==================== noc_rx_endpoint
Figure 1. Wiring by layer (noc_rx_endpoint).
(1.5 px per um)
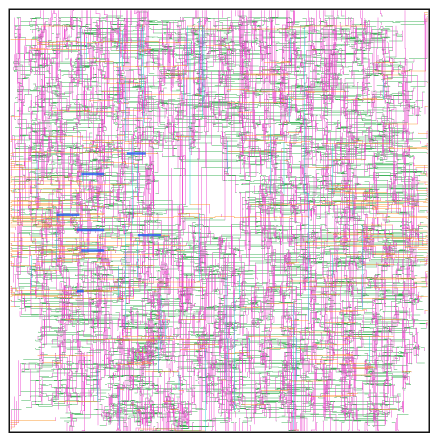

$ cat src/rtl/noc_rx_endpoint.sv
// noc_rx_endpoint: NoC ejection endpoint; per-VC FWFT buffers, packet-locked round-robin delivery, credits, count, sticky errors. Ports: clk/reset, i_flit_in, o_credits, o_data/o_valid/i_ready/o_vc, o_pkt_count, o_err.
module noc_rx_endpoint #(
  parameter int WIDTH = 128,
  parameter int N = 16,
  parameter int NUM_VC = 2,
  parameter int BUF_DEPTH = 4,
  parameter int NODE_ID = 0
) (
  input  logic                                clk,
  input  logic                                reset,
  input  logic [WIDTH-1:0]                    i_flit_in,
  output logic [NUM_VC-1:0]                   o_credits,
  output logic [WIDTH-1:0]                    o_data,
  output logic                                o_valid,
  input  logic                                i_ready,
  output logic [$clog2(NUM_VC)-1:0]           o_vc,
  output logic [15:0]                         o_pkt_count,
  output logic [2:0]                          o_err
);
  localparam int ADDRESS_WIDTH = $clog2(N);
  localparam int VW = $clog2(NUM_VC);
  localparam int PW = BUF_DEPTH > 1 ? $clog2(BUF_DEPTH) : 1;
  localparam int CW = $clog2(BUF_DEPTH + 1);
  typedef enum logic {IDLE, LOCKED} state_t;
  logic [WIDTH-1:0] mem_q [NUM_VC][BUF_DEPTH];
  logic [PW-1:0] wp_q [NUM_VC], wp_d [NUM_VC], rp_q [NUM_VC], rp_d [NUM_VC];
  logic [CW-1:0] cnt_q [NUM_VC], cnt_d [NUM_VC];
  state_t state_q, state_d;
  logic [VW-1:0] lock_vc_q, lock_vc_d, rr_q, rr_d, hold_vc_q, hold_vc_d, sel, idx, wvc;
  logic hold_q, hold_d;
  logic [NUM_VC-1:0] credit_q, pop, wr;
  logic [15:0] pkt_q, pkt_d;
  logic [2:0] err_q, err_d;
  logic [WIDTH-1:0] head;
  logic avail, discard, valid, xfer, wen, drop, misroute, proto;
  function automatic logic [PW-1:0] nxt(input logic [PW-1:0] p);
    return p == PW'(BUF_DEPTH - 1) ? '0 : p + 1'b1;
  endfunction
  // Round-robin pick from rr_q; a lock or a stalled presentation pins the selection
  // so o_data cannot change under a waiting consumer.
  always_comb begin
    sel = rr_q;
    idx = '0;
    for (int i = NUM_VC - 1; i >= 0; i--) begin
      idx = VW'((int'(rr_q) + i) % NUM_VC);
      if (cnt_q[idx] != '0) sel = idx;
    end
    sel = state_q == LOCKED ? lock_vc_q : hold_q ? hold_vc_q : sel;
    head = mem_q[sel][rp_q[sel]];
    avail = cnt_q[sel] != '0;
    discard = state_q == IDLE && avail && !head[WIDTH-2];
    valid = avail && !discard;
    xfer = valid && i_ready;
    pop = '0;
    pop[sel] = xfer || discard;
  end
  // A full buffer still accepts when it is popped in the same cycle.
  always_comb begin
    wvc = i_flit_in[WIDTH-4 -: VW];
    wen = i_flit_in[WIDTH-1] && int'(wvc) < NUM_VC;
    drop = wen && cnt_q[wvc] == CW'(BUF_DEPTH) && !pop[wvc];
    wr = '0;
    wr[wvc] = wen && !drop;
    for (int v = 0; v < NUM_VC; v++) begin
      wp_d[v] = wr[v] ? nxt(wp_q[v]) : wp_q[v];
      rp_d[v] = pop[v] ? nxt(rp_q[v]) : rp_q[v];
      cnt_d[v] = cnt_q[v] + CW'(wr[v]) - CW'(pop[v]);
    end
  end
  always_comb begin
    misroute = xfer && head[WIDTH-2] && head[WIDTH-4-VW -: ADDRESS_WIDTH] != ADDRESS_WIDTH'(NODE_ID);
    proto = discard || (state_q == LOCKED && xfer && head[WIDTH-2]);
    err_d = err_q | {misroute, proto, drop};
    hold_d = valid && !i_ready && state_q == IDLE;
    hold_vc_d = sel;
    state_d = state_q;
    lock_vc_d = lock_vc_q;
    rr_d = rr_q;
    pkt_d = pkt_q;
    if (xfer && head[WIDTH-3]) begin
      state_d = IDLE;
      rr_d = VW'((int'(sel) + 1) % NUM_VC);
      pkt_d = pkt_q + 16'd1;
    end else if (xfer && state_q == IDLE) begin
      state_d = LOCKED;
      lock_vc_d = sel;
    end
  end
  always_ff @(posedge clk) begin
    for (int v = 0; v < NUM_VC; v++)
      if (wr[v] && !reset) mem_q[v][wp_q[v]] <= i_flit_in;
  end
  always_ff @(posedge clk) begin
    if (reset) begin
      wp_q <= '{default: '0};
      rp_q <= '{default: '0};
      cnt_q <= '{default: '0};
      state_q <= IDLE;
      lock_vc_q <= '0;
      rr_q <= '0;
      hold_q <= 1'b0;
      hold_vc_q <= '0;
      credit_q <= '0;
      pkt_q <= '0;
      err_q <= '0;
    end else begin
      wp_q <= wp_d;
      rp_q <= rp_d;
      cnt_q <= cnt_d;
      state_q <= state_d;
      lock_vc_q <= lock_vc_d;
      rr_q <= rr_d;
      hold_q <= hold_d;
      hold_vc_q <= hold_vc_d;
      credit_q <= pop;
      pkt_q <= pkt_d;
      err_q <= err_d;
    end
  end
  assign o_credits = credit_q;
  assign o_data = head;
  assign o_valid = valid;
  assign o_vc = sel;
  assign o_pkt_count = pkt_q;
  assign o_err = err_q;
endmodule

$ cat config.mk
export PLATFORM = sky130hd
export DESIGN_NAME = noc_rx_endpoint
export DESIGN_NICKNAME = d
export VERILOG_FILES = /design/src/rtl/noc_rx_endpoint.sv
export SDC_FILE = /design/constraint.sdc
export NUM_CORES = 1
export LEC_CHECK = 0
export ABC_AREA = 0
export CORE_AREA = 2 2 277 279
export DETAILED_ROUTE_END_ITERATION = 10
export DIE_AREA = 0 0 279 281
export PLACE_DENSITY_LB_ADDON = 0.12
export SYNTH_ARGS = -nofsm -noshare
export SYNTH_HDL_FRONTEND = slang
export SYNTH_SLANG_ARGS = --single-unit
$ cat constraint.sdc
create_clock -name clk -period 15.93 [get_ports clk]
set_input_delay 3.186 -clock clk [delete_from_list [all_inputs] [get_ports clk]]
set_output_delay 3.186 -clock clk [all_outputs]
set_load 0.05 [all_outputs]
==================== tmr_universal_register_top
===== config.mk =====
export PLATFORM = sky130hd
export DESIGN_NAME = tmr_universal_register_top
export DESIGN_NICKNAME = d
export VERILOG_FILES = /design/src/rtl/tmr_universal_register_top.sv
export SDC_FILE = /design/constraint.sdc
export NUM_CORES = 1
export LEC_CHECK = 0
export ABC_AREA = 0
export ABC_CLOCK_PERIOD_IN_PS = 1630
export CAP_MARGIN = 40
export CORE_AREA = 2 2 39 41
export DETAILED_ROUTE_END_ITERATION = 7
export DIE_AREA = 0 0 41 43
export MAX_ROUTING_LAYER = met4
export SYNTH_ARGS = -nofsm -noshare
export SYNTH_HDL_FRONTEND = slang
export SYNTH_SLANG_ARGS = --single-unit
export TNS_END_PERCENT = 5

===== constraint.sdc =====
create_clock -name clk -period 1.63 [get_ports clk]
set_input_delay 0.2445 -clock clk [delete_from_list [all_inputs] [get_ports clk]]
set_output_delay 0.2445 -clock clk [all_outputs]
set_load 0.05 [all_outputs]

===== src/rtl/tmr_universal_register_top.sv =====
// Triple-redundant 4-bit universal shift register (SISO/SIPO/PISO/PIPO).
// Each replica computes its next state from the voted value, so a corrupted copy is scrubbed on the next edge.

module tmr_register_replica #(
  parameter int WIDTH = 4
) (
  input  logic             clk,
  input  logic             rst,
  input  logic             enable,
  input  logic [1:0]       mode,
  input  logic             load,
  input  logic             serial_in,
  input  logic [WIDTH-1:0] parallel_in,
  input  logic [WIDTH-1:0] voted,
  output logic [WIDTH-1:0] reg_data
);

  localparam logic [1:0] MODE_PISO = 2'b10;
  localparam logic [1:0] MODE_PIPO = 2'b11;

  logic [WIDTH-1:0] shifted;
  logic [WIDTH-1:0] reg_data_next;

  assign shifted = {voted[WIDTH-2:0], serial_in};

  // Continuous assignment so a released force snaps straight back to the
  // computed value instead of lingering until an input changes.
  assign reg_data_next = !rst                                 ? '0          :
                         !enable                              ? voted       :
                         (mode == MODE_PIPO)                  ? (load ? parallel_in : voted) :
                         ((mode == MODE_PISO) && load)        ? parallel_in :
                                                                shifted;

  always_ff @(posedge clk) begin
    if (!rst) begin
      reg_data <= '0;
    end else begin
      reg_data <= reg_data_next;
    end
  end

endmodule

module tmr_universal_register_top #(
  parameter int WIDTH = 4
) (
  input  logic             clk,
  input  logic             rst,
  input  logic             enable,
  input  logic [1:0]       mode,
  input  logic             load,
  input  logic             serial_in,
  input  logic [WIDTH-1:0] parallel_in,
  output logic             serial_out,
  output logic [WIDTH-1:0] parallel_out
);

  logic [WIDTH-1:0] r1;
  logic [WIDTH-1:0] r2;
  logic [WIDTH-1:0] r3;
  logic [WIDTH-1:0] voted;

  tmr_register_replica #(.WIDTH(WIDTH)) register_1 (
    .clk         (clk),
    .rst         (rst),
    .enable      (enable),
    .mode        (mode),
    .load        (load),
    .serial_in   (serial_in),
    .parallel_in (parallel_in),
    .voted       (voted),
    .reg_data    (r1)
  );

  tmr_register_replica #(.WIDTH(WIDTH)) register_2 (
    .clk         (clk),
    .rst         (rst),
    .enable      (enable),
    .mode        (mode),
    .load        (load),
    .serial_in   (serial_in),
    .parallel_in (parallel_in),
    .voted       (voted),
    .reg_data    (r2)
  );

  tmr_register_replica #(.WIDTH(WIDTH)) register_3 (
    .clk         (clk),
    .rst         (rst),
    .enable      (enable),
    .mode        (mode),
    .load        (load),
    .serial_in   (serial_in),
    .parallel_in (parallel_in),
    .voted       (voted),
    .reg_data    (r3)
  );

  // Bitwise 2-of-3 majority.
  for (genvar gi = 0; gi < WIDTH; gi++) begin : g_vote
    assign voted[gi] = (r1[gi] & r2[gi]) | (r1[gi] & r3[gi]) | (r2[gi] & r3[gi]);
  end

  assign parallel_out = voted;
  assign serial_out   = voted[WIDTH-1];

endmodule



==> layout pictures side by side <==
Pin map.
(a)
(1 px per um) Pins as bars across the die edge, other pins in grey.
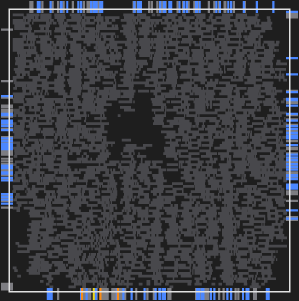
(b)
(6 px per um) Pins as bars across the die edge, other pins in grey.
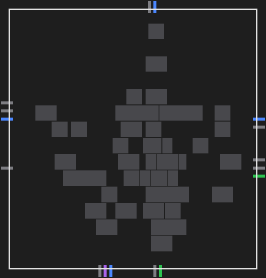
(a) -> noc_rx_endpoint
(b) -> tmr_universal_register_top
The one with the most pins is (a).
The one with the largest die is (a).

Key to (a):
[orange] `o_err` | pins: 3 | direction: output | edge: south
[yellow] `i_ready` | pins: 1 | direction: input | edge: south
[blue] `o_data` | pins: 128 | direction: output | edge: 39 north, 32 south, 31 east, 26 west

Figure 2. Metal 2 (tmr_universal_register_top).
(6 px per um)
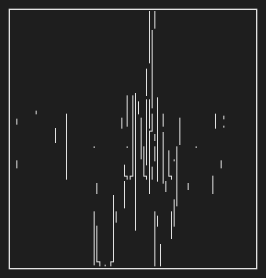
longest straight run: 22.8 um
nets with wire on the layer: 43
share of all routed wire: 45%
wire length on this layer: 255 um
main direction: vertical
total number of vias: 235
met2 Use GR: 10.9%
WL final: 566 um

==> summary.txt, tmr_universal_register_top <==
yosys + openroad results -> status=completed, Post-Syn Area=214 um^2, Logic cell area=123 um^2, Root Buffer=clkbuf_4, met3 Use GR=8.38%, ys async rst share=0%, worst-path cell chain=clkdlybuf4s50_1 > nand3b_1 > and2_4 > a211oi_1, Top cells by area=dfxtp_1, mux2i_1, a211oi_1, combinational power share=31.1%, clkbuf count=3, R2R setup slack=0.88 ns, top area contributor share=37.4%, placement row count=14, Vias/cell=4.35, Final WS setup=0.392 ns, Chip Area, Yosys=214 um^2, cell type taking the most area=buffers, NonClk Buf Share=35.6%, yosys warns=0, Bufs and invs on worst path=1, Logic power comb=0.107 mW, syn nets=32, Die Width=41 um, DRT antenna net count=0, Cell Pwr Density=893 nW/um^2, Fin. Hold Viols=0, hold path start=register_1.reg_data[3], GR Util met1=7.67%, Hold Path Depth=2, RSZ-0062 raised after global routing=no, num tapcells=16, Synth Area per Inst=10.2 um^2, number of cells on the critical path=4, die y size=43 um, max reg flops=4, critical path required time=1.77 ns, Num CTS Buffers=3, total grt overflow=0, htree depth=1, HPWL Detailed=445 um, WHS Endpoint=register_1.reg_data[3], DRC viols=0, setup TNS=0 ns, cts hold-fix bufs=0, Syn-to-layout area delta=80.7%, xor/xnor share of the synthesized area=0%, WL met2=254 um, clk ins delay skew pair=0.24 ns, Comb/total area=31.7%, Non-CTS inverters=1, ANT cells=0, bufs w/o clock=15, Final Cell Area=387 um^2, worst relative slew slack=85.7%, mux frac, synth=18.7%, Core Util, Final=27.9%, Synth Instances=21, share of cells above drive strength 1=26.3%, vias in the first global route=241, Synth top cells by count=a211oi_1, a21oi_1, dfxtp_1, mux2i_1, Log Warnings=26, max cap viols=0, GP Congestion=0.675, peak supply drop=0.000384 V, R2R Path Start=register_1.reg_data[1], Worst Tran Pin Value=0.214 ns, port bufs=15
tmr_universal_register_top: metrics by stage:
step                      hold WS [ns]  instances  total power [mW]
after floorplan                  0.422         21             0.177
after global placement           0.545         51             0.223
after detailed placement         0.533         51             0.222
after CTS                        0.539         54             0.354
after global routing             0.573         54             0.366
final                            0.535         54             0.345
tmr_universal_register_top: cells in the final DEF (no fill, tap or decap), drive strengths merged:
cell type / instances
dfxtp: 4
mux2i: 4
clkbuf: 3
inv: 1
a21oi: 4
o21ai: 1
buf: 5
clkdlybuf4s50: 10
and2: 1
a211oi: 4
nand3b: 1
Figure 3. Track usage over the die (noc_rx_endpoint).
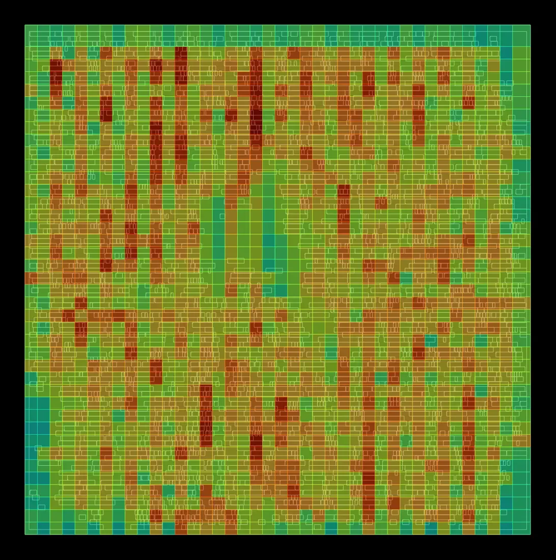
Core Util, Final: 64.1%
post-DR wirelength/cell: 23.3 um
GR Util met1: 31.6%
met3 Use GR: 4.78%

Notes on Figure 1 above:
[blue] M5 | wire length: 85.6 um
[orange] M3 | wire length: 6030 um
[green] M1 | wire length: 39.2 mm
[magenta] M2 | wire length: 46.6 mm
[cyan] M4 | wire length: 1900 um
total number of vias: 23300
WL final: 93.8 mm
gr usage total: 23.8%

==> summary.txt, noc_rx_endpoint <==
yosys + openroad results -> register area=31600 um^2, Cell Pwr Density=202 nW/um^2, area share of fa/ha/maj cells after synthesis=0.581%, die y size=281 um, Reg clk slew, reported paths=0.06 ns, Final setup viols=0, P_leak=15.8 nW, critical path required time=12.74 ns, Seq pwr share=32.8%, registers=1064, Worst setup EP type=output port, Synth Instances=2682, Logic Gate Count=1449, Hold Path Depth=2, max cap viols=0, Root Buffer=clkbuf_16, Logic cell area=8840 um^2, Core ar.=75400 um^2, most common cell in the synthesized netlist=edfxtp_1, Hold Crit Class=flop to flop, Simple-Gate Fraction of Synth Area=7.80%, status=completed, CTS-repair resized insts=0, CTS tree=yes, Final WS setup=6.28 ns, hold slack=0.445 ns, ANT cells=3, nets=3103, DR WL met3=6.03 mm, NetSw=3.83 mW, top area contributor share=74.8%, crit path time final=9.65 ns, clock buffer depth=3, R2R setup slack=10.51 ns, combinational power share=41.3%, most frequent logic cell in the layout=edfxtp_1, Setup Skew=0.0177 ns, Seq area share=65.2%, Chip Area, Yosys=41100 um^2, Final Non-Filler Cells=4027, vias in the first global route=23800, Synth Area per Inst=15.3 um^2, ys async rst share=0%, Worst Setup Start Kind=flop, worst relative slew slack=15.8%, Log Warnings=42, WHS Endpoint=o_err[0], area leader, netlist=edfxtp_1, Clk. pwr=2.53 mW, cts hold-fix bufs=0, Worst Setup SP=cnt_q[1], R2R Path Start=rp_q[2], first-pass iteration count of the detailed router=5, Synth top cells by count=edfxtp_1, nand2_1, a21oi_1, mux2i_1, or3_1, Top pwr grp=combinational cells, area post-placement=44800 um^2, global-route wire length before repair=140 mm, pin count of the biggest net entering global routing=177, Vias/cell=5.80, total grt overflow=0, main flop type=edfxtp_1, peak supply drop=0.000167 V, Die Width=279 um, Seq power=3.20 mW, GP Congestion=0.792, Crit Path Class=flop to output port, yosys aoi share=5.85%, HPWL Detailed=47.9 mm, Top non-seq family=simple AND/OR/NAND/NOR gates
-- noc_rx_endpoint: layer usage --
| layer | track usage [%] | vias to the layer above |
|---|---|---|
| li1 | - | 10700 |
| met1 | 31.6 | 11900 |
| met2 | 40.1 | 650 |
| met3 | 4.78 | 129 |
| met4 | 6.88 | 14 |
| met5 | 0 | - |
-- noc_rx_endpoint: worst max-delay path: stages, from the launching register on --
cell and delay (ns):
dfxtp_1 0.38, or3_4 0.41, maj3_2 0.40, a21oi_4 0.64, a21bo_4 0.62, buf_4 0.72
buf_12 0.63, mux2i_1 0.29, o22ai_1 0.11, or3_1 0.45, clkdlybuf4s50_1 0.73


==> notes/layouts.md <==
Pictures saved along the way, in no particular order.

Wires at chosen ports, followed through buffers.
panel A
(8 px per um)
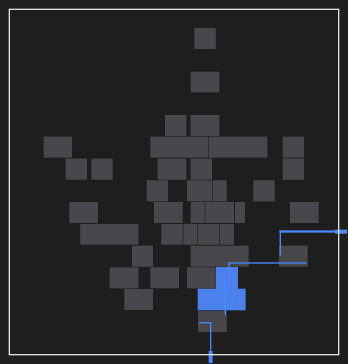
panel B
(1.5 px per um)
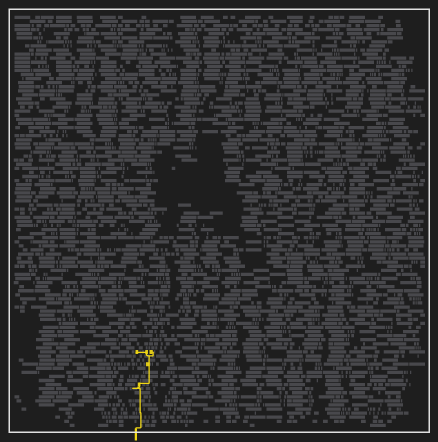
noc_rx_endpoint is panel B.
tmr_universal_register_top is panel A.
Of these, largest die: panel B

Power is estimated from default activity; no workload was simulated.
